# design 1

**Design 1: cell classes on the final placement**

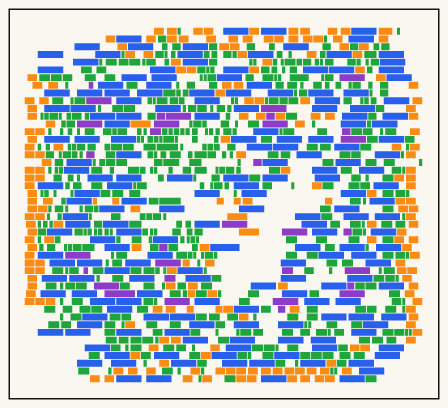

`config.mk`:
```
export PLATFORM = sky130hd
export DESIGN_NAME = inst_fetch_ctrl
export DESIGN_NICKNAME = d
export VERILOG_FILES = /design/src/rtl/inst_fetch_ctrl.sv
export SDC_FILE = /design/constraint.sdc
export NUM_CORES = 1
export LEC_CHECK = 0
export CAP_MARGIN = 20
export CORE_ASPECT_RATIO = 0.9
export CORE_MARGIN = 5
export CORE_UTILIZATION = 50
export DETAILED_ROUTE_END_ITERATION = 8
export HOLD_SLACK_MARGIN = 0.15
export PLACE_DENSITY = 0.79
export SETUP_SLACK_MARGIN = 0.02
export SLEW_MARGIN = 40
export SYNTH_ARGS = -nofsm -noshare
export SYNTH_HDL_FRONTEND = slang
export SYNTH_SLANG_ARGS = --single-unit
```
`constraint.sdc`:
```
create_clock -name Clk -period 3.4 [get_ports Clk]
set_input_delay 0.34 -clock Clk [delete_from_list [all_inputs] [get_ports Clk]]
set_output_delay 0.34 -clock Clk [all_outputs]
set_load 0.01 [all_outputs]
```
`src/rtl/inst_fetch_ctrl.sv`:
```
// Instruction fetch sequencer: owns the PC, reads a zero-latency ROM and queues
// {pc, inst} pairs for decode behind a valid/ready handshake, with redirect and halt.
module inst_fetch_ctrl #(
    parameter logic [31:0] RESET_PC = 32'h0000_0000,
    parameter int          DEPTH    = 2
) (
    input  logic        Clk,
    input  logic        Clrn,
    output logic [31:0] Addr,
    input  logic [31:0] Inst,
    output logic        IF_Valid,
    input  logic        IF_Ready,
    output logic [31:0] IF_Inst,
    output logic [31:0] IF_PC,
    input  logic        Redirect,
    input  logic [31:0] Redirect_PC,
    input  logic        Halt,
    output logic [31:0] Fetch_Cnt
);

    // DEPTH is 2 or 4, so pointers wrap naturally at the power-of-two boundary.
    localparam int PTR_W = $clog2(DEPTH);
    localparam int CNT_W = PTR_W + 1;
    localparam logic [CNT_W-1:0] FULL_CNT  = CNT_W'(DEPTH);
    localparam logic [31:0]      PC_RESET  = {RESET_PC[31:2], 2'b00};

    logic [31:0]      pc_q, pc_d;
    logic [PTR_W-1:0] rd_ptr_q, rd_ptr_d;
    logic [PTR_W-1:0] wr_ptr_q, wr_ptr_d;
    logic [CNT_W-1:0] count_q, count_d;
    logic [31:0]      fetch_cnt_q, fetch_cnt_d;
    logic [31:0]      q_inst_q [DEPTH];
    logic [31:0]      q_inst_d [DEPTH];
    logic [31:0]      q_pc_q   [DEPTH];
    logic [31:0]      q_pc_d   [DEPTH];

    logic pop;
    logic fetch;
    logic unused_redirect_lsb;

    assign unused_redirect_lsb = ^Redirect_PC[1:0];

    assign Addr      = pc_q;
    assign IF_Valid  = (count_q != '0);
    assign IF_Inst   = IF_Valid ? q_inst_q[rd_ptr_q] : 32'h0;
    assign IF_PC     = IF_Valid ? q_pc_q[rd_ptr_q]   : 32'h0;
    assign Fetch_Cnt = fetch_cnt_q;

    always_comb begin
        pop   = IF_Valid & IF_Ready;
        fetch = ~Redirect & ~Halt & ((count_q < FULL_CNT) | pop);

        pc_d        = pc_q;
        rd_ptr_d    = rd_ptr_q;
        wr_ptr_d    = wr_ptr_q;
        count_d     = count_q;
        fetch_cnt_d = fetch_cnt_q;
        q_inst_d    = q_inst_q;
        q_pc_d      = q_pc_q;

        if (Redirect) begin
            // A coincident pop is still consumed by decode; the flush wins for the queue.
            pc_d     = {Redirect_PC[31:2], 2'b00};
            rd_ptr_d = '0;
            wr_ptr_d = '0;
            count_d  = '0;
        end else begin
            if (fetch) begin
                q_inst_d[wr_ptr_q] = Inst;
                q_pc_d[wr_ptr_q]   = pc_q;
                wr_ptr_d           = wr_ptr_q + 1'b1;
                pc_d               = pc_q + 32'd4;
                fetch_cnt_d        = fetch_cnt_q + 32'd1;
            end
            if (pop) begin
                rd_ptr_d = rd_ptr_q + 1'b1;
            end
            case ({fetch, pop})
                2'b10:   count_d = count_q + 1'b1;
                2'b01:   count_d = count_q - 1'b1;
                default: count_d = count_q;
            endcase
        end
    end

    always_ff @(posedge Clk or negedge Clrn) begin
        if (!Clrn) begin
            pc_q        <= PC_RESET;
            rd_ptr_q    <= '0;
            wr_ptr_q    <= '0;
            count_q     <= '0;
            fetch_cnt_q <= '0;
            for (int i = 0; i < DEPTH; i++) begin
                q_inst_q[i] <= '0;
                q_pc_q[i]   <= '0;
            end
        end else begin
            pc_q        <= pc_d;
            rd_ptr_q    <= rd_ptr_d;
            wr_ptr_q    <= wr_ptr_d;
            count_q     <= count_d;
            fetch_cnt_q <= fetch_cnt_d;
            q_inst_q    <= q_inst_d;
            q_pc_q      <= q_pc_d;
        end
    end

endmodule

```
# design 2

File: src/rtl/ctrl_pkg.sv
// Shared constants and types for the multicycle control unit: state encoding,
// opcodes, ALU codes, datapath select codes and the decoded control word.
package ctrl_pkg;

   localparam int unsigned STATE_W  = 4;
   localparam int unsigned OPC_W    = 4;
   localparam int unsigned FUNCT_W  = 3;
   localparam int unsigned ALU_OP_W = 3;
   localparam int unsigned SEL_W    = 2;

   typedef enum logic [STATE_W-1:0] {
      ST_FETCH  = 4'd0,
      ST_DECODE = 4'd1,
      ST_EXEC_R = 4'd2,
      ST_WB_R   = 4'd3,
      ST_EXEC_I = 4'd4,
      ST_WB_I   = 4'd5,
      ST_MEM_RD = 4'd6,
      ST_WB_M   = 4'd7,
      ST_MEM_WR = 4'd8,
      ST_BRANCH = 4'd9,
      ST_JUMP   = 4'd10,
      ST_HALT   = 4'd11
`ifdef ILLEGAL_TRAP_EN
      , ST_TRAP = 4'd12
`endif
   } state_e;

   typedef enum logic [OPC_W-1:0] {
      OP_RTYPE = 4'b0000,
      OP_ADDI  = 4'b0001,
      OP_LW    = 4'b0010,
      OP_SW    = 4'b0011,
      OP_BEQ   = 4'b0100,
      OP_JMP   = 4'b0101,
      OP_HALT  = 4'b1111
   } opcode_e;

   // ALU operation codes, also used by the ALU itself
   typedef enum logic [ALU_OP_W-1:0] {
      ALU_ADD  = 3'b000,
      ALU_SUB  = 3'b001,
      ALU_SHR  = 3'b010,
      ALU_SHL  = 3'b011,
      ALU_NAND = 3'b100,
      ALU_OR   = 3'b101,
      ALU_DIR  = 3'b110,
      ALU_SAR  = 3'b111
   } alu_op_e;

   typedef enum logic [SEL_W-1:0] {
      SRCB_REG  = 2'b00,
      SRCB_ONE  = 2'b01,
      SRCB_IMM  = 2'b10,
      SRCB_BOFF = 2'b11
   } src_b_e;

   typedef enum logic [SEL_W-1:0] {
      PCS_ALU    = 2'b00,
      PCS_ALUOUT = 2'b01,
      PCS_JUMP   = 2'b10
   } pc_src_e;

   typedef struct packed {
      logic                i_or_d;
      logic                mem_read;
      logic                mem_write;
      logic                ir_write;
      logic                reg_write;
      logic                reg_dst;
      logic                mem_to_reg;
      logic                alu_src_a;
      logic [SEL_W-1:0]    alu_src_b;
      logic [ALU_OP_W-1:0] alu_op;
      logic [SEL_W-1:0]    pc_source;
      logic                pc_write;
      logic                pc_write_cond;
      logic                halted;
      logic                illegal;
   } ctrl_out_t;

   function automatic logic is_legal_op(input logic [OPC_W-1:0] op);
      return op inside {OP_RTYPE, OP_ADDI, OP_LW, OP_SW, OP_BEQ, OP_JMP, OP_HALT};
   endfunction

endpackage

File: src/rtl/mc_control_if.sv
// Control-unit <-> datapath bundle: IR fields and zero flag in, strobes out.
interface mc_control_if;
   import ctrl_pkg::*;

   logic [OPC_W-1:0]    opcode;
   logic [FUNCT_W-1:0]  funct;
   logic                z;
   logic                pc_en;
   logic                i_or_d;
   logic                mem_read;
   logic                mem_write;
   logic                ir_write;
   logic                reg_write;
   logic                reg_dst;
   logic                mem_to_reg;
   logic                alu_src_a;
   logic [SEL_W-1:0]    alu_src_b;
   logic [ALU_OP_W-1:0] alu_op;
   logic [SEL_W-1:0]    pc_source;
   logic                halted;
   logic                illegal;
   logic [STATE_W-1:0]  state;

   // Controller side
   modport master (
      input  opcode, funct, z,
      output pc_en, i_or_d, mem_read, mem_write, ir_write, reg_write, reg_dst,
             mem_to_reg, alu_src_a, alu_src_b, alu_op, pc_source, halted,
             illegal, state
   );

   // Datapath side
   modport slave (
      output opcode, funct, z,
      input  pc_en, i_or_d, mem_read, mem_write, ir_write, reg_write, reg_dst,
             mem_to_reg, alu_src_a, alu_src_b, alu_op, pc_source, halted,
             illegal, state
   );
endinterface

File: src/rtl/ctrl_out_decode.sv
// Moore output decode: maps the current state (plus funct/opcode) to the
// datapath control word. Optional ILLEGAL_TRAP_EN adds the TRAP state.
module ctrl_out_decode
   import ctrl_pkg::*;
#(
   parameter logic [SEL_W-1:0] PC_INC_SEL = SRCB_ONE
) (
   input  state_e              i_state,
   input  logic [FUNCT_W-1:0]  i_funct,
   input  logic [OPC_W-1:0]    i_opcode,
   output ctrl_out_t           o_ctrl_c
);

   always_comb begin
      o_ctrl_c        = '0;
      o_ctrl_c.alu_op = ALU_ADD;
      case (i_state)
         ST_FETCH: begin
            o_ctrl_c.mem_read  = 1'b1;
            o_ctrl_c.ir_write  = 1'b1;
            o_ctrl_c.alu_src_b = PC_INC_SEL;
            o_ctrl_c.pc_source = PCS_ALU;
            o_ctrl_c.pc_write  = 1'b1;
         end
         // Precompute the branch target into ALUOut while the opcode decodes
         ST_DECODE: begin
            o_ctrl_c.alu_src_b = SRCB_BOFF;
            o_ctrl_c.illegal   = ~is_legal_op(i_opcode);
         end
         ST_EXEC_R: begin
            o_ctrl_c.alu_src_a = 1'b1;
            o_ctrl_c.alu_src_b = SRCB_REG;
            o_ctrl_c.alu_op    = ALU_OP_W'(i_funct);
         end
         ST_WB_R: begin
            o_ctrl_c.reg_write = 1'b1;
            o_ctrl_c.reg_dst   = 1'b1;
         end
         ST_EXEC_I: begin
            o_ctrl_c.alu_src_a = 1'b1;
            o_ctrl_c.alu_src_b = SRCB_IMM;
         end
         ST_WB_I: o_ctrl_c.reg_write = 1'b1;
         ST_MEM_RD: begin
            o_ctrl_c.mem_read = 1'b1;
            o_ctrl_c.i_or_d   = 1'b1;
         end
         ST_WB_M: begin
            o_ctrl_c.reg_write  = 1'b1;
            o_ctrl_c.mem_to_reg = 1'b1;
         end
         ST_MEM_WR: begin
            o_ctrl_c.mem_write = 1'b1;
            o_ctrl_c.i_or_d    = 1'b1;
         end
         ST_BRANCH: begin
            o_ctrl_c.alu_src_a     = 1'b1;
            o_ctrl_c.alu_src_b     = SRCB_REG;
            o_ctrl_c.alu_op        = ALU_SUB;
            o_ctrl_c.pc_write_cond = 1'b1;
            o_ctrl_c.pc_source     = PCS_ALUOUT;
         end
         ST_JUMP: begin
            o_ctrl_c.pc_write  = 1'b1;
            o_ctrl_c.pc_source = PCS_JUMP;
         end
         ST_HALT: o_ctrl_c.halted = 1'b1;
`ifdef ILLEGAL_TRAP_EN
         ST_TRAP: o_ctrl_c.illegal = 1'b1;
`endif
         default: ;
      endcase
   end

endmodule

File: src/rtl/mc_control.sv
// Multicycle control unit: state register and next-state sequencing.
// Build option ILLEGAL_TRAP_EN parks illegal opcodes in a TRAP state.
module mc_control
   import ctrl_pkg::*;
#(
   parameter logic [SEL_W-1:0] PC_INC_SEL = SRCB_ONE
) (
   input logic          clk,
   input logic          rst,
   mc_control_if.master bus
);

   state_e    r_state;
   ctrl_out_t w_ctrl;
   ctrl_out_t w_out;

   always_ff @(posedge clk) begin
      if (rst) begin
         r_state <= ST_FETCH;
      end else begin
         case (r_state)
            ST_FETCH:  r_state <= ST_DECODE;
            ST_DECODE: begin
               case (bus.opcode)
                  OP_RTYPE:                r_state <= ST_EXEC_R;
                  OP_ADDI, OP_LW, OP_SW:   r_state <= ST_EXEC_I;
                  OP_BEQ:                  r_state <= ST_BRANCH;
                  OP_JMP:                  r_state <= ST_JUMP;
                  OP_HALT:                 r_state <= ST_HALT;
`ifdef ILLEGAL_TRAP_EN
                  default:                 r_state <= ST_TRAP;
`else
                  default:                 r_state <= ST_FETCH;
`endif
               endcase
            end
            ST_EXEC_R: r_state <= ST_WB_R;
            ST_EXEC_I: begin
               case (bus.opcode)
                  OP_ADDI: r_state <= ST_WB_I;
                  OP_LW:   r_state <= ST_MEM_RD;
                  OP_SW:   r_state <= ST_MEM_WR;
                  default: r_state <= ST_FETCH;
               endcase
            end
            ST_MEM_RD: r_state <= ST_WB_M;
            ST_HALT:   r_state <= ST_HALT;
`ifdef ILLEGAL_TRAP_EN
            ST_TRAP:   r_state <= ST_TRAP;
`endif
            default:   r_state <= ST_FETCH;
         endcase
      end
   end

   ctrl_out_decode #(
      .PC_INC_SEL (PC_INC_SEL)
   ) u_decode (
      .i_state  (r_state),
      .i_funct  (bus.funct),
      .i_opcode (bus.opcode),
      .o_ctrl_c (w_ctrl)
   );

   // Reset forces every output low, including the debug state
   assign w_out = rst ? '0 : w_ctrl;

   assign bus.pc_en      = w_out.pc_write | (w_out.pc_write_cond & bus.z);
   assign bus.i_or_d     = w_out.i_or_d;
   assign bus.mem_read   = w_out.mem_read;
   assign bus.mem_write  = w_out.mem_write;
   assign bus.ir_write   = w_out.ir_write;
   assign bus.reg_write  = w_out.reg_write;
   assign bus.reg_dst    = w_out.reg_dst;
   assign bus.mem_to_reg = w_out.mem_to_reg;
   assign bus.alu_src_a  = w_out.alu_src_a;
   assign bus.alu_src_b  = w_out.alu_src_b;
   assign bus.alu_op     = w_out.alu_op;
   assign bus.pc_source  = w_out.pc_source;
   assign bus.halted     = w_out.halted;
   assign bus.illegal    = w_out.illegal;
   assign bus.state      = rst ? STATE_W'(0) : STATE_W'(r_state);

endmodule
File: src/flat_wrapper.sv
// flat-port wrapper written by rule: the top's interface ports become plain ports
module mc_control_flat import ctrl_pkg::*;
#(
   parameter logic [SEL_W-1:0] PC_INC_SEL = SRCB_ONE
)
  (clk, rst, bus_opcode, bus_funct, bus_z, bus_pc_en, bus_i_or_d, bus_mem_read, bus_mem_write, bus_ir_write, bus_reg_write, bus_reg_dst, bus_mem_to_reg, bus_alu_src_a, bus_alu_src_b, bus_alu_op, bus_pc_source, bus_halted, bus_illegal, bus_state);
  mc_control_if bus_i ();
  input logic clk;
  input logic rst;
  input wire logic [$bits(bus_i.opcode)-1:0] bus_opcode;
  input wire logic [$bits(bus_i.funct)-1:0] bus_funct;
  input wire logic [$bits(bus_i.z)-1:0] bus_z;
  output wire logic [$bits(bus_i.pc_en)-1:0] bus_pc_en;
  output wire logic [$bits(bus_i.i_or_d)-1:0] bus_i_or_d;
  output wire logic [$bits(bus_i.mem_read)-1:0] bus_mem_read;
  output wire logic [$bits(bus_i.mem_write)-1:0] bus_mem_write;
  output wire logic [$bits(bus_i.ir_write)-1:0] bus_ir_write;
  output wire logic [$bits(bus_i.reg_write)-1:0] bus_reg_write;
  output wire logic [$bits(bus_i.reg_dst)-1:0] bus_reg_dst;
  output wire logic [$bits(bus_i.mem_to_reg)-1:0] bus_mem_to_reg;
  output wire logic [$bits(bus_i.alu_src_a)-1:0] bus_alu_src_a;
  output wire logic [$bits(bus_i.alu_src_b)-1:0] bus_alu_src_b;
  output wire logic [$bits(bus_i.alu_op)-1:0] bus_alu_op;
  output wire logic [$bits(bus_i.pc_source)-1:0] bus_pc_source;
  output wire logic [$bits(bus_i.halted)-1:0] bus_halted;
  output wire logic [$bits(bus_i.illegal)-1:0] bus_illegal;
  output wire logic [$bits(bus_i.state)-1:0] bus_state;
  assign bus_i.opcode = bus_opcode;
  assign bus_i.funct = bus_funct;
  assign bus_i.z = bus_z;
  assign bus_pc_en = bus_i.pc_en;
  assign bus_i_or_d = bus_i.i_or_d;
  assign bus_mem_read = bus_i.mem_read;
  assign bus_mem_write = bus_i.mem_write;
  assign bus_ir_write = bus_i.ir_write;
  assign bus_reg_write = bus_i.reg_write;
  assign bus_reg_dst = bus_i.reg_dst;
  assign bus_mem_to_reg = bus_i.mem_to_reg;
  assign bus_alu_src_a = bus_i.alu_src_a;
  assign bus_alu_src_b = bus_i.alu_src_b;
  assign bus_alu_op = bus_i.alu_op;
  assign bus_pc_source = bus_i.pc_source;
  assign bus_halted = bus_i.halted;
  assign bus_illegal = bus_i.illegal;
  assign bus_state = bus_i.state;
  mc_control #(.PC_INC_SEL(PC_INC_SEL)) u_core (.clk(clk), .rst(rst), .bus(bus_i));
endmodule
File: config.mk
export PLATFORM = sky130hd
export DESIGN_NAME = mc_control_flat
export DESIGN_NICKNAME = d
export VERILOG_FILES = /design/src/rtl/ctrl_pkg.sv /design/src/rtl/mc_control_if.sv /design/src/rtl/ctrl_out_decode.sv /design/src/rtl/mc_control.sv /design/src/flat_wrapper.sv
export SDC_FILE = /design/constraint.sdc
export NUM_CORES = 1
export LEC_CHECK = 0
export ABC_AREA = 1
export ABC_CLOCK_PERIOD_IN_PS = 1700
export CORE_MARGIN = 3
export CORE_UTILIZATION = 42
export DETAILED_ROUTE_END_ITERATION = 12
export PLACE_DENSITY = 0.79
export SLEW_MARGIN = 10
export SYNTH_ARGS = -nofsm -noshare
export SYNTH_HDL_FRONTEND = slang
export SYNTH_HIERARCHICAL = 1
export SYNTH_SLANG_ARGS = --single-unit
File: constraint.sdc
create_clock -name clk -period 1.7 [get_ports clk]
set_input_delay 0.51 -clock clk [delete_from_list [all_inputs] [get_ports clk]]
set_output_delay 0.51 -clock clk [all_outputs]
set_load 0.03 [all_outputs]
# design 3

--- src/rtl/reg_file_mp_pkg.sv ---
// ---------------------------------------------------------------------------
// reg_file_pkg
// Shared types and constants for the multi-port accumulator register file.
//   rf_state_e  : clear sequencer states (idle / clear sweep in progress)
//   ACC_IDX     : index of the accumulator register
//   status_idx  : index of the status register for a given pointer width
// ---------------------------------------------------------------------------
package reg_file_pkg;

  typedef enum logic {
    RF_IDLE  = 1'b0,
    RF_CLEAR = 1'b1
  } rf_state_e;

  localparam int ACC_IDX = 0;

  // The status register always lives at the top of the array.
  function automatic int status_idx(input int pw);
    return (1 << pw) - 1;
  endfunction

endpackage

--- src/rtl/reg_file_mp_if.sv ---
// ---------------------------------------------------------------------------
// reg_file_mp_if
// Bus between the decode/ALU stage (master) and the register file (slave).
//   wr_en/wr_addr/dat_in   : register write request
//   flag_we/flag_in        : status flag update request
//   clr_req                : start a clear sweep
//   rd_addr                : NRD read pointers
//   dat_out                : NRD read data words (combinational)
//   dat_acc_out            : accumulator (register 0)
//   dat_status_out         : status register flag bits
//   busy                   : clear sweep in progress
//   wr_lost                : sticky, a request was dropped while busy
//   dbg_state              : clear sequencer state, for observation only
//
// Request semantics: wr_en, flag_we and clr_req are single-cycle requests
// sampled on every rising clk edge; there is no ready back-pressure. A write
// or flag request sampled while busy=1 is discarded (and sets wr_lost); the
// master is expected to watch busy if it cares about the drop.
// ---------------------------------------------------------------------------
interface reg_file_mp_if
  import reg_file_pkg::*;
#(
  parameter int DW  = 8,
  parameter int PW  = 4,
  parameter int NRD = 2,
  parameter int FW  = 4
) ();

  logic                     wr_en;
  logic [PW-1:0]            wr_addr;
  logic [DW-1:0]            dat_in;
  logic                     flag_we;
  logic [FW-1:0]            flag_in;
  logic                     clr_req;
  logic [NRD-1:0][PW-1:0]   rd_addr;
  logic [NRD-1:0][DW-1:0]   dat_out;
  logic [DW-1:0]            dat_acc_out;
  logic [FW-1:0]            dat_status_out;
  logic                     busy;
  logic                     wr_lost;
  rf_state_e                dbg_state;

  modport master (
    output wr_en, wr_addr, dat_in, flag_we, flag_in, clr_req, rd_addr,
    input  dat_out, dat_acc_out, dat_status_out, busy, wr_lost, dbg_state
  );

  modport slave (
    input  wr_en, wr_addr, dat_in, flag_we, flag_in, clr_req, rd_addr,
    output dat_out, dat_acc_out, dat_status_out, busy, wr_lost, dbg_state
  );

endinterface

--- src/rtl/reg_file_mp_clear_seq.sv ---
// ---------------------------------------------------------------------------
// rf_clear_seq
// Clear sweep sequencer: on an accepted clr_req it walks a pointer from 0 to
// 2**PW-1, asserting clr_we each cycle so the array zeroes one entry per edge.
// Ports:
//   clk, reset  : clock, synchronous active-high reset
//   i_clr_req   : start request (ignored while a sweep is running)
//   o_busy      : sweep in progress
//   o_clr_we    : clear the entry at o_clr_ptr on this edge
//   o_clr_ptr   : entry being cleared
//   o_state     : current FSM state (observation)
// ---------------------------------------------------------------------------
module rf_clear_seq
  import reg_file_pkg::*;
#(
  parameter int PW = 4
) (
  input  logic          clk,
  input  logic          reset,
  input  logic          i_clr_req,
  output logic          o_busy,
  output logic          o_clr_we,
  output logic [PW-1:0] o_clr_ptr,
  output rf_state_e     o_state
);

  rf_state_e     r_state;
  rf_state_e     w_state_nxt;
  logic [PW-1:0] r_ptr;
  logic [PW-1:0] w_ptr_nxt;

  always_ff @(posedge clk) begin
    if (reset) begin
      r_state <= RF_IDLE;
      r_ptr   <= '0;
    end else begin
      r_state <= w_state_nxt;
      r_ptr   <= w_ptr_nxt;
    end
  end

  always_comb begin
    w_state_nxt = r_state;
    w_ptr_nxt   = r_ptr;
    o_busy      = 1'b0;
    o_clr_we    = 1'b0;
    case (r_state)
      RF_IDLE: begin
        if (i_clr_req) begin
          w_state_nxt = RF_CLEAR;
          w_ptr_nxt   = '0;
        end
      end
      RF_CLEAR: begin
        o_busy   = 1'b1;
        o_clr_we = 1'b1;
        // Exact all-ones compare ends the sweep; the pointer never wraps.
        if (r_ptr == '1) begin
          w_state_nxt = RF_IDLE;
          w_ptr_nxt   = '0;
        end else begin
          w_ptr_nxt = r_ptr + PW'(1);
        end
      end
      default: begin
        w_state_nxt = RF_IDLE;
        w_ptr_nxt   = '0;
      end
    endcase
  end

  assign o_clr_ptr = r_ptr;
  assign o_state   = r_state;

endmodule

--- src/rtl/reg_file_mp.sv ---
// ---------------------------------------------------------------------------
// reg_file_mp
// Parametrised register file, depth 2**PW, width DW, NRD combinational read
// ports. Register 0 is the accumulator, register 2**PW-1 holds FW status
// flags. A clear sweep zeroes the array one entry per cycle; requests that
// arrive during the sweep are dropped and flagged on the sticky wr_lost.
// Ports:
//   clk, reset : clock, synchronous active-high reset
//   bus        : reg_file_mp_if.slave (see interface for signal list)
// Build option:
//   RF_BYPASS_EN : when defined, reads see same-cycle writes (write-through)
//                  on dat_out, dat_acc_out and dat_status_out.
// ---------------------------------------------------------------------------
module reg_file_mp
  import reg_file_pkg::*;
#(
  parameter int DW  = 8,
  parameter int PW  = 4,
  parameter int NRD = 2,
  parameter int FW  = 4
) (
  input  logic          clk,
  input  logic          reset,
  reg_file_mp_if.slave  bus
);

  localparam int            DEPTH       = 1 << PW;
  localparam logic [PW-1:0] ACC_ADDR    = PW'(ACC_IDX);
  localparam logic [PW-1:0] STATUS_ADDR = PW'(status_idx(PW));

  logic [DW-1:0]          r_core [DEPTH];
  logic                   r_wr_lost;

  logic                   w_busy;
  logic                   w_clr_we;
  logic [PW-1:0]          w_clr_ptr;
  rf_state_e              w_state;
  logic [DW-1:0]          w_flag_ext;
  logic                   w_wr_ok;
  logic                   w_flag_ok;
  logic [NRD-1:0][DW-1:0] w_rd;
  logic [DW-1:0]          w_acc;
  logic [FW-1:0]          w_status;

  rf_clear_seq #(.PW(PW)) u_clear_seq (
    .clk       (clk),
    .reset     (reset),
    .i_clr_req (bus.clr_req),
    .o_busy    (w_busy),
    .o_clr_we  (w_clr_we),
    .o_clr_ptr (w_clr_ptr),
    .o_state   (w_state)
  );

  always_comb begin
    w_flag_ext          = '0;
    w_flag_ext[FW-1:0]  = bus.flag_in;
  end

  // Normal writes only in IDLE; an explicit write to the status register
  // takes priority over a flag update on the same edge.
  assign w_wr_ok   = bus.wr_en & ~w_busy;
  assign w_flag_ok = bus.flag_we & ~w_busy &
                     ~(bus.wr_en && (bus.wr_addr == STATUS_ADDR));

  always_ff @(posedge clk) begin
    if (reset) begin
      for (int i = 0; i < DEPTH; i++) r_core[i] <= '0;
      r_wr_lost <= 1'b0;
    end else begin
      if (w_clr_we) r_core[w_clr_ptr] <= '0;
      if (w_busy && (bus.wr_en || bus.flag_we)) r_wr_lost <= 1'b1;
      if (w_flag_ok) r_core[STATUS_ADDR] <= w_flag_ext;
      if (w_wr_ok)   r_core[bus.wr_addr]  <= bus.dat_in;
    end
  end

  always_comb begin
    for (int i = 0; i < NRD; i++) begin
      w_rd[i] = r_core[bus.rd_addr[i]];
`ifdef RF_BYPASS_EN
      if (w_wr_ok && (bus.rd_addr[i] == bus.wr_addr))
        w_rd[i] = bus.dat_in;
      else if (w_flag_ok && (bus.rd_addr[i] == STATUS_ADDR))
        w_rd[i] = w_flag_ext;
`endif
    end
    w_acc    = r_core[ACC_ADDR];
    w_status = r_core[STATUS_ADDR][FW-1:0];
`ifdef RF_BYPASS_EN
    if (w_wr_ok && (bus.wr_addr == ACC_ADDR)) w_acc = bus.dat_in;
    if (w_wr_ok && (bus.wr_addr == STATUS_ADDR)) w_status = bus.dat_in[FW-1:0];
    else if (w_flag_ok) w_status = bus.flag_in;
`endif
  end

  assign bus.dat_out        = w_rd;
  assign bus.dat_acc_out    = w_acc;
  assign bus.dat_status_out = w_status;
  assign bus.busy           = w_busy;
  assign bus.wr_lost        = r_wr_lost;
  assign bus.dbg_state      = w_state;

endmodule

--- src/flat_wrapper.sv ---
// flat-port wrapper written by rule: the top's interface ports become plain ports
module reg_file_mp_flat import reg_file_pkg::*;
#(
  parameter int DW  = 8,
  parameter int PW  = 4,
  parameter int NRD = 2,
  parameter int FW  = 4
)
  (clk, reset, bus_wr_en, bus_wr_addr, bus_dat_in, bus_flag_we, bus_flag_in, bus_clr_req, bus_rd_addr, bus_dat_out, bus_dat_acc_out, bus_dat_status_out, bus_busy, bus_wr_lost, bus_dbg_state);
  reg_file_mp_if #(.DW(DW), .PW(PW), .NRD(NRD), .FW(FW)) bus_i ();
  input  logic clk;
  input  logic reset;
  input wire logic [$bits(bus_i.wr_en)-1:0] bus_wr_en;
  input wire logic [$bits(bus_i.wr_addr)-1:0] bus_wr_addr;
  input wire logic [$bits(bus_i.dat_in)-1:0] bus_dat_in;
  input wire logic [$bits(bus_i.flag_we)-1:0] bus_flag_we;
  input wire logic [$bits(bus_i.flag_in)-1:0] bus_flag_in;
  input wire logic [$bits(bus_i.clr_req)-1:0] bus_clr_req;
  input wire logic [$bits(bus_i.rd_addr)-1:0] bus_rd_addr;
  output wire logic [$bits(bus_i.dat_out)-1:0] bus_dat_out;
  output wire logic [$bits(bus_i.dat_acc_out)-1:0] bus_dat_acc_out;
  output wire logic [$bits(bus_i.dat_status_out)-1:0] bus_dat_status_out;
  output wire logic [$bits(bus_i.busy)-1:0] bus_busy;
  output wire logic [$bits(bus_i.wr_lost)-1:0] bus_wr_lost;
  output wire logic [$bits(bus_i.dbg_state)-1:0] bus_dbg_state;
  assign bus_i.wr_en = bus_wr_en;
  assign bus_i.wr_addr = bus_wr_addr;
  assign bus_i.dat_in = bus_dat_in;
  assign bus_i.flag_we = bus_flag_we;
  assign bus_i.flag_in = bus_flag_in;
  assign bus_i.clr_req = bus_clr_req;
  assign bus_i.rd_addr = bus_rd_addr;
  assign bus_dat_out = bus_i.dat_out;
  assign bus_dat_acc_out = bus_i.dat_acc_out;
  assign bus_dat_status_out = bus_i.dat_status_out;
  assign bus_busy = bus_i.busy;
  assign bus_wr_lost = bus_i.wr_lost;
  assign bus_dbg_state = bus_i.dbg_state;
  reg_file_mp #(.DW(DW), .PW(PW), .NRD(NRD), .FW(FW)) u_core (.clk(clk), .reset(reset), .bus(bus_i));
endmodule
--- config.mk ---
export PLATFORM = sky130hd
export DESIGN_NAME = reg_file_mp_flat
export DESIGN_NICKNAME = d
export VERILOG_FILES = /design/src/rtl/reg_file_mp_pkg.sv /design/src/rtl/reg_file_mp_if.sv /design/src/rtl/reg_file_mp_clear_seq.sv /design/src/rtl/reg_file_mp.sv /design/src/flat_wrapper.sv
export SDC_FILE = /design/constraint.sdc
export NUM_CORES = 1
export LEC_CHECK = 0
export CORE_MARGIN = 10
export CORE_UTILIZATION = 53
export DETAILED_ROUTE_END_ITERATION = 10
export PLACE_DENSITY_LB_ADDON = 0.25
export SETUP_SLACK_MARGIN = 0.02
export SLEW_MARGIN = 10
export SYNTH_ARGS = -nofsm -noshare
export SYNTH_HDL_FRONTEND = slang
export SYNTH_SLANG_ARGS = --single-unit
export TNS_END_PERCENT = 5
--- constraint.sdc ---
create_clock -name clk -period 2.6 [get_ports clk]
set_input_delay 0.65 -clock clk [delete_from_list [all_inputs] [get_ports clk]]
set_output_delay 0.65 -clock clk [all_outputs]
set_load 0.03 [all_outputs]
# design 4

--- src/rtl/ternary_any_fold.sv ---
// rtl/ternary_any_fold.sv - streaming ANY-fold of 2-bit trits with a held result handshake
module ternary_any_fold #(
    parameter int CNT_W = 8
) (
    input  logic             clk,
    input  logic             rst,
    input  logic [1:0]       in_trit,
    input  logic             in_valid,
    input  logic             in_last,
    output logic             in_ready,
    output logic [1:0]       out_trit,
    output logic [CNT_W-1:0] out_count,
    output logic             out_err,
    output logic             out_valid,
    input  logic             out_ready
);
    localparam logic [1:0]       T_ZERO  = 2'b01;
    localparam logic [1:0]       T_BAD   = 2'b11;
    localparam logic [CNT_W-1:0] CNT_MAX = '1;

    typedef enum logic {ACC, HOLD} state_t;
    state_t state, state_next;

    logic [1:0]       acc;
    logic [CNT_W-1:0] cnt;
    logic             err;
    logic             accept, take;
    logic [1:0]       beat_trit, fold_trit;
    logic [CNT_W-1:0] cnt_next;
    logic             err_next;

    function automatic logic [1:0] any2(input logic [1:0] a, input logic [1:0] b);
        if (a == b)
            return a;
        else if (a == T_ZERO)
            return b;
        else if (b == T_ZERO)
            return a;
        else
            return T_ZERO;
    endfunction

    always_ff @(posedge clk) begin
        if (rst)
            state <= ACC;
        else
            state <= state_next;
    end

    always_comb begin
        state_next = state;
        in_ready   = 1'b0;
        out_valid  = 1'b0;
        case (state)
            ACC: begin
                in_ready = !rst;
                if (in_valid && in_last)
                    state_next = HOLD;
            end
            HOLD: begin
                out_valid = 1'b1;
                if (out_ready)
                    state_next = ACC;
            end
            default: state_next = ACC;
        endcase
    end

    assign accept = in_valid && in_ready;
    assign take   = out_valid && out_ready;

    // Invalid beats fold as zero so they never reach out_trit; they only set err.
    assign beat_trit = (in_trit == T_BAD) ? T_ZERO : in_trit;
    assign fold_trit = (cnt == '0) ? beat_trit : any2(acc, beat_trit);
    assign cnt_next  = (cnt == CNT_MAX) ? cnt : cnt + 1'b1;
    assign err_next  = err | (in_trit == T_BAD);

    always_ff @(posedge clk) begin
        if (rst) begin
            acc       <= T_ZERO;
            cnt       <= '0;
            err       <= 1'b0;
            out_trit  <= T_ZERO;
            out_count <= '0;
            out_err   <= 1'b0;
        end else begin
            if (accept) begin
                acc <= fold_trit;
                cnt <= cnt_next;
                err <= err_next;
                if (in_last) begin
                    out_trit  <= fold_trit;
                    out_count <= cnt_next;
                    out_err   <= err_next;
                end
            end
            if (take) begin
                acc <= T_ZERO;
                cnt <= '0;
                err <= 1'b0;
            end
        end
    end
endmodule
--- config.mk ---
export PLATFORM = sky130hd
export DESIGN_NAME = ternary_any_fold
export DESIGN_NICKNAME = d
export VERILOG_FILES = /design/src/rtl/ternary_any_fold.sv
export SDC_FILE = /design/constraint.sdc
export NUM_CORES = 1
export LEC_CHECK = 0
export CAP_MARGIN = 20
export CORE_UTILIZATION = 40
export CTS_CLUSTER_DIAMETER = 50
export DETAILED_ROUTE_END_ITERATION = 6
export PLACE_DENSITY = 0.66
export SLEW_MARGIN = 20
export SYNTH_ARGS = -nofsm -noshare
export SYNTH_HDL_FRONTEND = slang
export SYNTH_SLANG_ARGS = --single-unit
--- constraint.sdc ---
create_clock -name clk -period 1.35 [get_ports clk]
set_input_delay 0.2025 -clock clk [delete_from_list [all_inputs] [get_ports clk]]
set_output_delay 0.2025 -clock clk [all_outputs]
set_load 0.005 [all_outputs]

==> layout pictures side by side <==
Sequential cells coloured by netlist name.
Plate I
Bar = 20 µm. Other sequential cells in the stronger grey, the rest of the logic in the fainter grey.
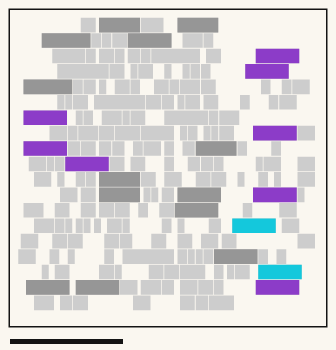
Plate II
Bar = 50 µm. Other sequential cells in the stronger grey, the rest of the logic in the fainter grey.
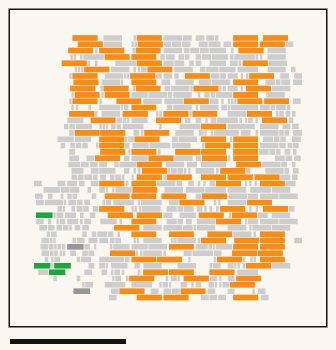
Plate III
Bar = 50 µm. Other sequential cells in the stronger grey, the rest of the logic in the fainter grey.
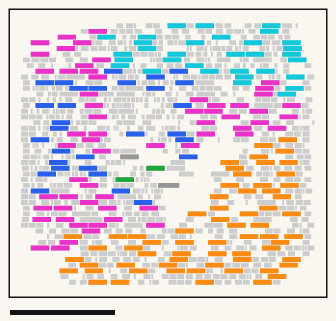
- most cells: Plate III
- fewest sequential cells: Plate I
Design 3 is Plate II.
Design 4 is Plate I.
Design 1 is Plate III.

Key to Plate II:
- u_core.u_clear_seq.o_clr_ptr: green (sequential cells 4; where bottom left)
- u_core.r_core: orange (sequential cells 128)
- not coloured: 2

**Design 4: cell area per tile**

The die is cut into 11 by 11 equal tiles; white is low, dark blue is high, 0 to 100% covered.
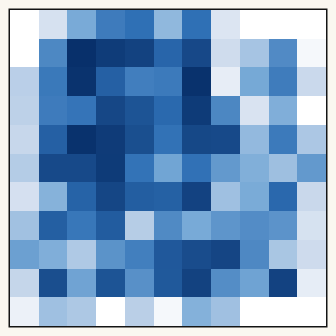
- emptiest ninth of the die: top right
- nearly empty tiles: 8.3%
- mean over tiles: 55%
- fullest tile: 100%
- tiles over 75% full: 31%
Core Util, Final: 63.8%
fp_density: 42.2%
Core Region: 0.00273 mm²

**Design 4: placement view**

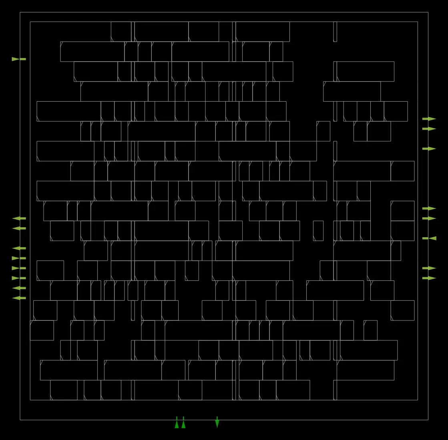
fill cell count: 234
Core Rows: 19
Tapcells: 31

==> results.toml, design 4 <==
# yosys + openroad results
[run_status]
outcome = "finished with violations"
failed_checks = "setup timing"

[setup_path]
crit_path_max_fanout = 4
critical_path.cell_chain = "inv_2 -> ha_4 -> and4_1 -> nor4_2 -> o22ai_2 -> a21oi_1"
r2r_slack_ns = -0.04
critPathBufInv = 1
timing.rr.end = "out_trit[0]"

[global_routing]
met2_usage_pct = 36.8
grt_start_max_net_pins = 14

[yosys]
yosysUniqueCellTypes = 34
synth-simple-area-share_pct = 28.4
ys_seq_share_pct = 39.9
yosys_cells = 146

[finish]
drive_above_1_share_pct = 41.0
flop-count = 23
buf_share_pct = 24.0

[final_timing]
setup_slack_ns = -0.0413
fin_skew_ns = 0.00889
setup_violations = 6
grt_setup_unrepaired = "true"

[pwr]
leakage_nw = 0.751
p_seq_mw = 0.722
peakVddDrop_uv = 516
internal_power_mw = 0.953

[clocking]
cts.clk_slew.worst_paths_ns = 0.14
hold_buffers = 0

[routing]
drc_errors = 0
antenna_left = 0
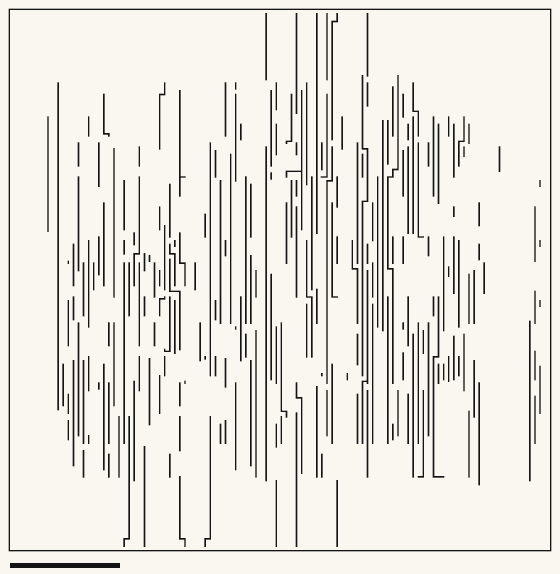
**Above:** design 2 (met2 routing).
Bar = 10 µm.
- main direction: vertical
- share of all routed wire: 53%
DRT Wirelength: 2410 µm
GRT met2 Usage: 38.9%
total number of vias: 1058

==> results.toml, design 2 <==
# yosys + openroad results
[die]
fp_util_pct = 48.1
die_x_um = 49.0
fp-row-count = 14

[place]
place_ws_ns = -0.350
placed_cells = 223
hpwl_um = 1580

[final_timing]
setup_violations = 18
worst_slew_pin_slew_ns = 0.191
setup_slack_ns = -0.123
slew_headroom_pct = 87.2

[setup_path]
max_stage_delay_ns = 0.38
arrival_ns = 1.31
critPathBufInv = 3
crit_top_cell = "nor2_1"
critPathLaunch = "u_core/r_state[1]"
worstSetupPathType = "flop to output port"
crit_path_start_kind = "flop"
cp.depth = 7

[routing]
route.met3.wl_um = 122
drt-initial-drc-count = 17
top_layer = "met4"
dr_wl_met2_um = 1290
wl_met1_um = 938
drc_errors = 0

[finish]
drive_above_1_share_pct = 44.7
flop-count = 4
top_register = "u_core/r_state"
seq_area_um2 = 95.1
inv_count = 45
fin_area_mm2 = 0.00130
layout.nets = 218
sh_comb_area_pct = 43.7

[pwr]
internal_power_mw = 0.294
leakage_nw = 0.710
netSwitchingPower_mw = 0.210
seqPwrFrac_pct = 21.2
p_clk_mw = 0.115
p_seq_mw = 0.107
power_frac_comb_pct = 55.9

[clocking]
cts_setup_buffers = 3
clock-sinks = 4
cts-buffers-inserted = 3
root_buffer = "clkbuf_4"
cts_tree = "yes"

[yosys]
top_cells_by_count = "42 x nor2_1, 36 x nand2_1, 35 x inv_1"
yosysUniqueCellTypes = 18
syn_area_um2 = 776
yosys_register_bits = 4
top_area_share_pct = 20.3
logic_family = "simple AND/OR/NAND/NOR gates"
syn_avg_cell_area_um2 = 4.79
syn_nets = 172
synth.largest_area_cell = "nor2_1"
most_common_cell = "nor2_1"
syn_inst = 162
async_flop_share_pct = 0

[global_routing]
grt_pass1_wl_um = 3950
grt_start_max_net_pins = 13
grt.met1_usage_pct = 21.5
top_usage_layer = "met2"

[run_status]
failed_checks = "setup timing"
outcome = "finished with violations"

[worst_hold_path]
hold_path.startpoint = "u_core/r_state[1]"
min_path_cells = 5
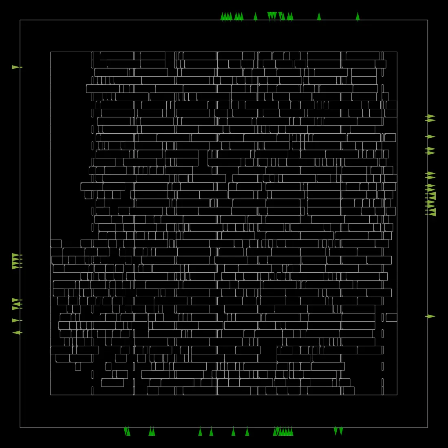
**Above:** design 3 (placement view).
Post-Layout Cell Count: 835
flop count: 134

**Design 3: M3 wires**

Bar = 50 µm.
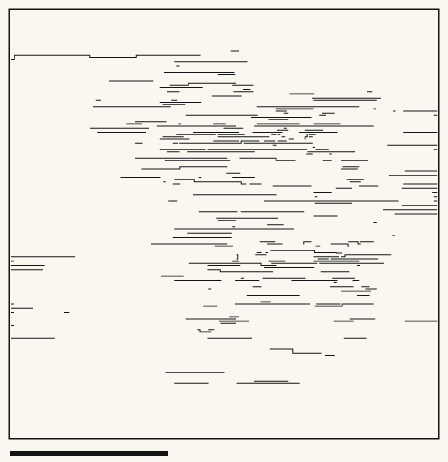
- wire length on this layer: 2020 µm
- main direction: horizontal
- longest straight run: 42.3 µm
- share of all routed wire: 9.9%
- nets with wire on the layer: 142
met3 GRT Util: 5.68%
total number of vias: 5282
DRT Wirelength: 20400 µm

==> results.toml, design 3 <==
# yosys + openroad results
[routing]
routedWlPerCell_um = 24.4

[yosys]
yosysUniqueCellTypes = 38
synthAoiAreaFrac_pct = 5.16
synth-warning-count = 0
top_cells_by_count = "134 x nor2_1, 128 x edfxtp_1, 64 x mux4_2"
yosys_register_bits = 134
synth.largest_area_cell = "edfxtp_1"
synth-xor-area-share_pct = 0
ys_area_mm2 = 0.00710
syn_inst = 516

[global_routing]
gr-total-overflow = 0
track_usage_pct = 23.1

[run_status]
failed_checks = "setup timing"
outcome = "finished with violations"

[finish]
final_util_pct = 72.1
clock_area_share_pct = 6.02
num-nonclk-buffers = 152
lay_top_count = "nor2_1"
logic_gate_count = 338
buf_share_pct = 17.4
largestClassByArea = "sequential cells"
sh_seq_area_pct = 41.7

[final_timing]
fin_skew_ns = 0.00987
clock.fmax_mhz = 367
finalHoldViolations = 0
setup_slack_ns = -0.125
slew_headroom_pct = 63.2
setup_violations = 13

[clocking]
cts_tree = "yes"
clk_latency_ns = 0.42

[setup_path]
crit_path_max_fanout = 11
worstSetupEndpointType = "output port"
timing.rr.end = "u_core.r_core[1][6]"
crit_top_cell = "clkdlybuf4s15_2"
r2r_slack_ns = 0.66
worstSetupPathType = "primary input to output port"
critPathLaunch = "bus_rd_addr[1]"

[pwr]
total_power_mw = 5.81
combinationalPower_mw = 0.935
peakVddDrop_uv = 335
powerDensity_mw_per_mm2 = 610

[place]
dpl-instance-area_mm2 = 0.00867
hpwl_um = 14100
**Design 1: cell area per tile**

The die is cut into 15 by 14 equal tiles; white is low, dark blue is high, 0 to 100% covered.
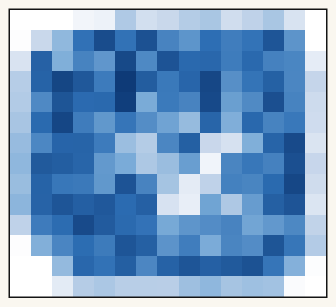
- tiles over 75% full: 30%
- mean over tiles: 55%
- fullest tile: 96%
- nearly empty tiles: 6.2%
Core Region: 0.0176 mm²
fp_density: 50.8%
Core Util, Final: 66.5%

**Design 1: placement view**

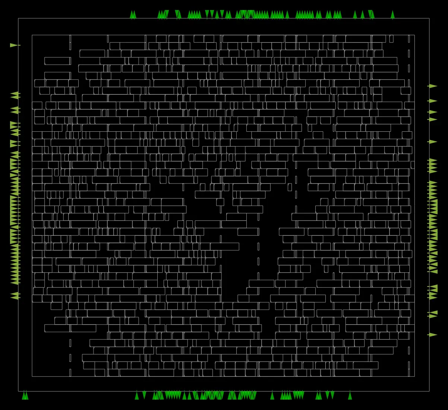
Post-Layout Cell Count: 1187
Tapcells: 240

About 'cell classes on the final placement' of design 1:
- clock drivers and dummy loads: purple (cells 32; share of their area 5.1%)
- remaining logic cells: green (cells 522; share of their area 35%)
- remaining buffers and delay cells: orange (cells 203; share of their area 18%)
- registers: blue (cells 190; share of their area 42%)
cell area after layout: 0.0117 mm²
flop share of the area: 40.8%
Core Rows: 46

==> results.toml, design 1 <==
# yosys + openroad results
[run_status]
outcome = "complete, no violations"

[global_routing]
grt_pass1_wl_um = 34000
grt_antenna_before_repair = 0
met2_usage_pct = 33.3
track_usage_pct = 21.1

[setup_path]
crit_family = "buffers and inverters"
critical_path.cell_chain = "buf_4 -> mux2i_1 -> nor2_1 -> clkdlybuf4s50_1"
r2r_slack_ns = 1.08
cp-endpoint = "IF_Inst[22]"
critPathBufInv = 2

[finish]
largestClassByArea = "sequential cells"
diodes = 0
logic_gate_count = 516
top_register = "q_inst_q"
sh_comb_area_pct = 34.1

[yosys]
top_cells_by_count = "190 x dfrtp_1, 123 x mux2_1, 79 x nor2_1"
syn_avg_cell_area_um2 = 11.9
adder_share_pct = 0.281

[clocking]
cts-resized-gates = 0
cts_htree_levels = 4

[pwr]
seqPwrFrac_pct = 48.0

[die]
chipArea_mm2 = 0.0206

[routing]
route.met3.wl_um = 1080
wl_um = 21000

[place]
numPortBuffers = 191

[worst_hold_path]
hold_end = "Addr[14]"

[final_timing]
hold_slack_ns = 0.453

[run]
warning_count = 28


==> notes/layouts.md <==
Pictures saved along the way, in no particular order.

M3 wires.
(a)
Bar = 50 µm.
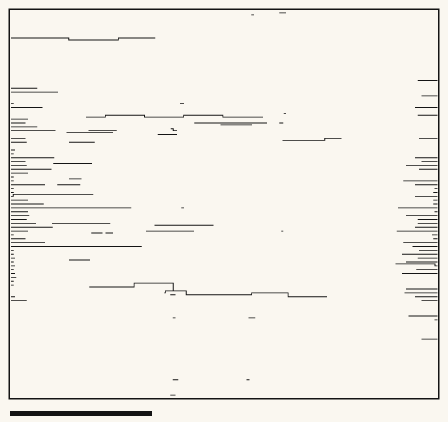
(b)
Bar = 10 µm.
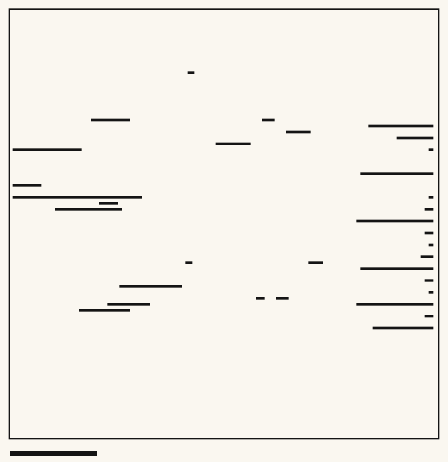
(c)
Bar = 20 µm.
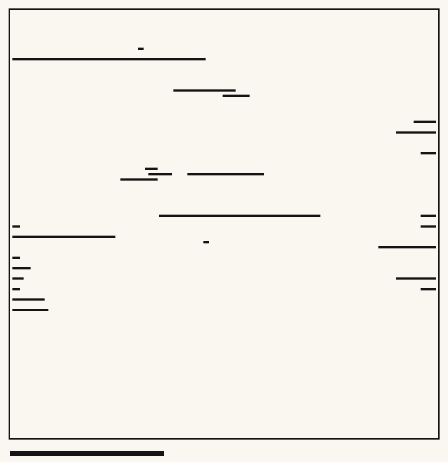
| picture | from |
|---|---|
| (b) | design 2 |
| (c) | design 4 |
| (a) | design 1 |
Of these, smallest die: (b)
Of these, largest die: (a)

Key to (b):
- share of all routed wire: 5.1%
- main direction: horizontal
- nets with wire on the layer: 30


==> screenshots <==
Cell classes on the final placement.
panel A
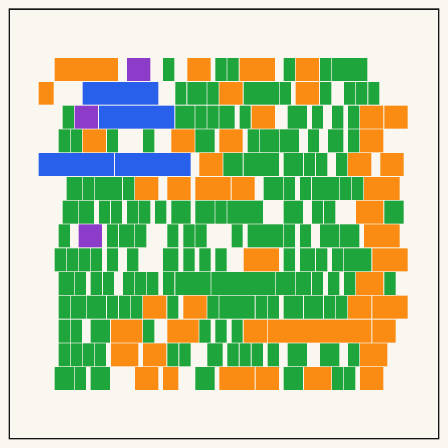
panel B
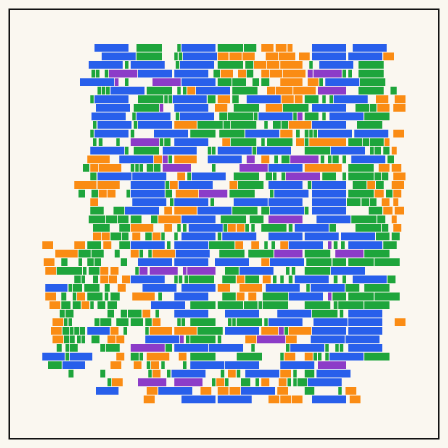
panel C
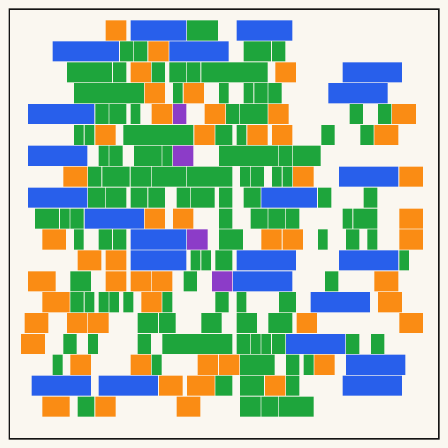
panel A -> design 2
panel B -> design 3
panel C -> design 4
- most cells: panel B
- fewest sequential cells: panel A

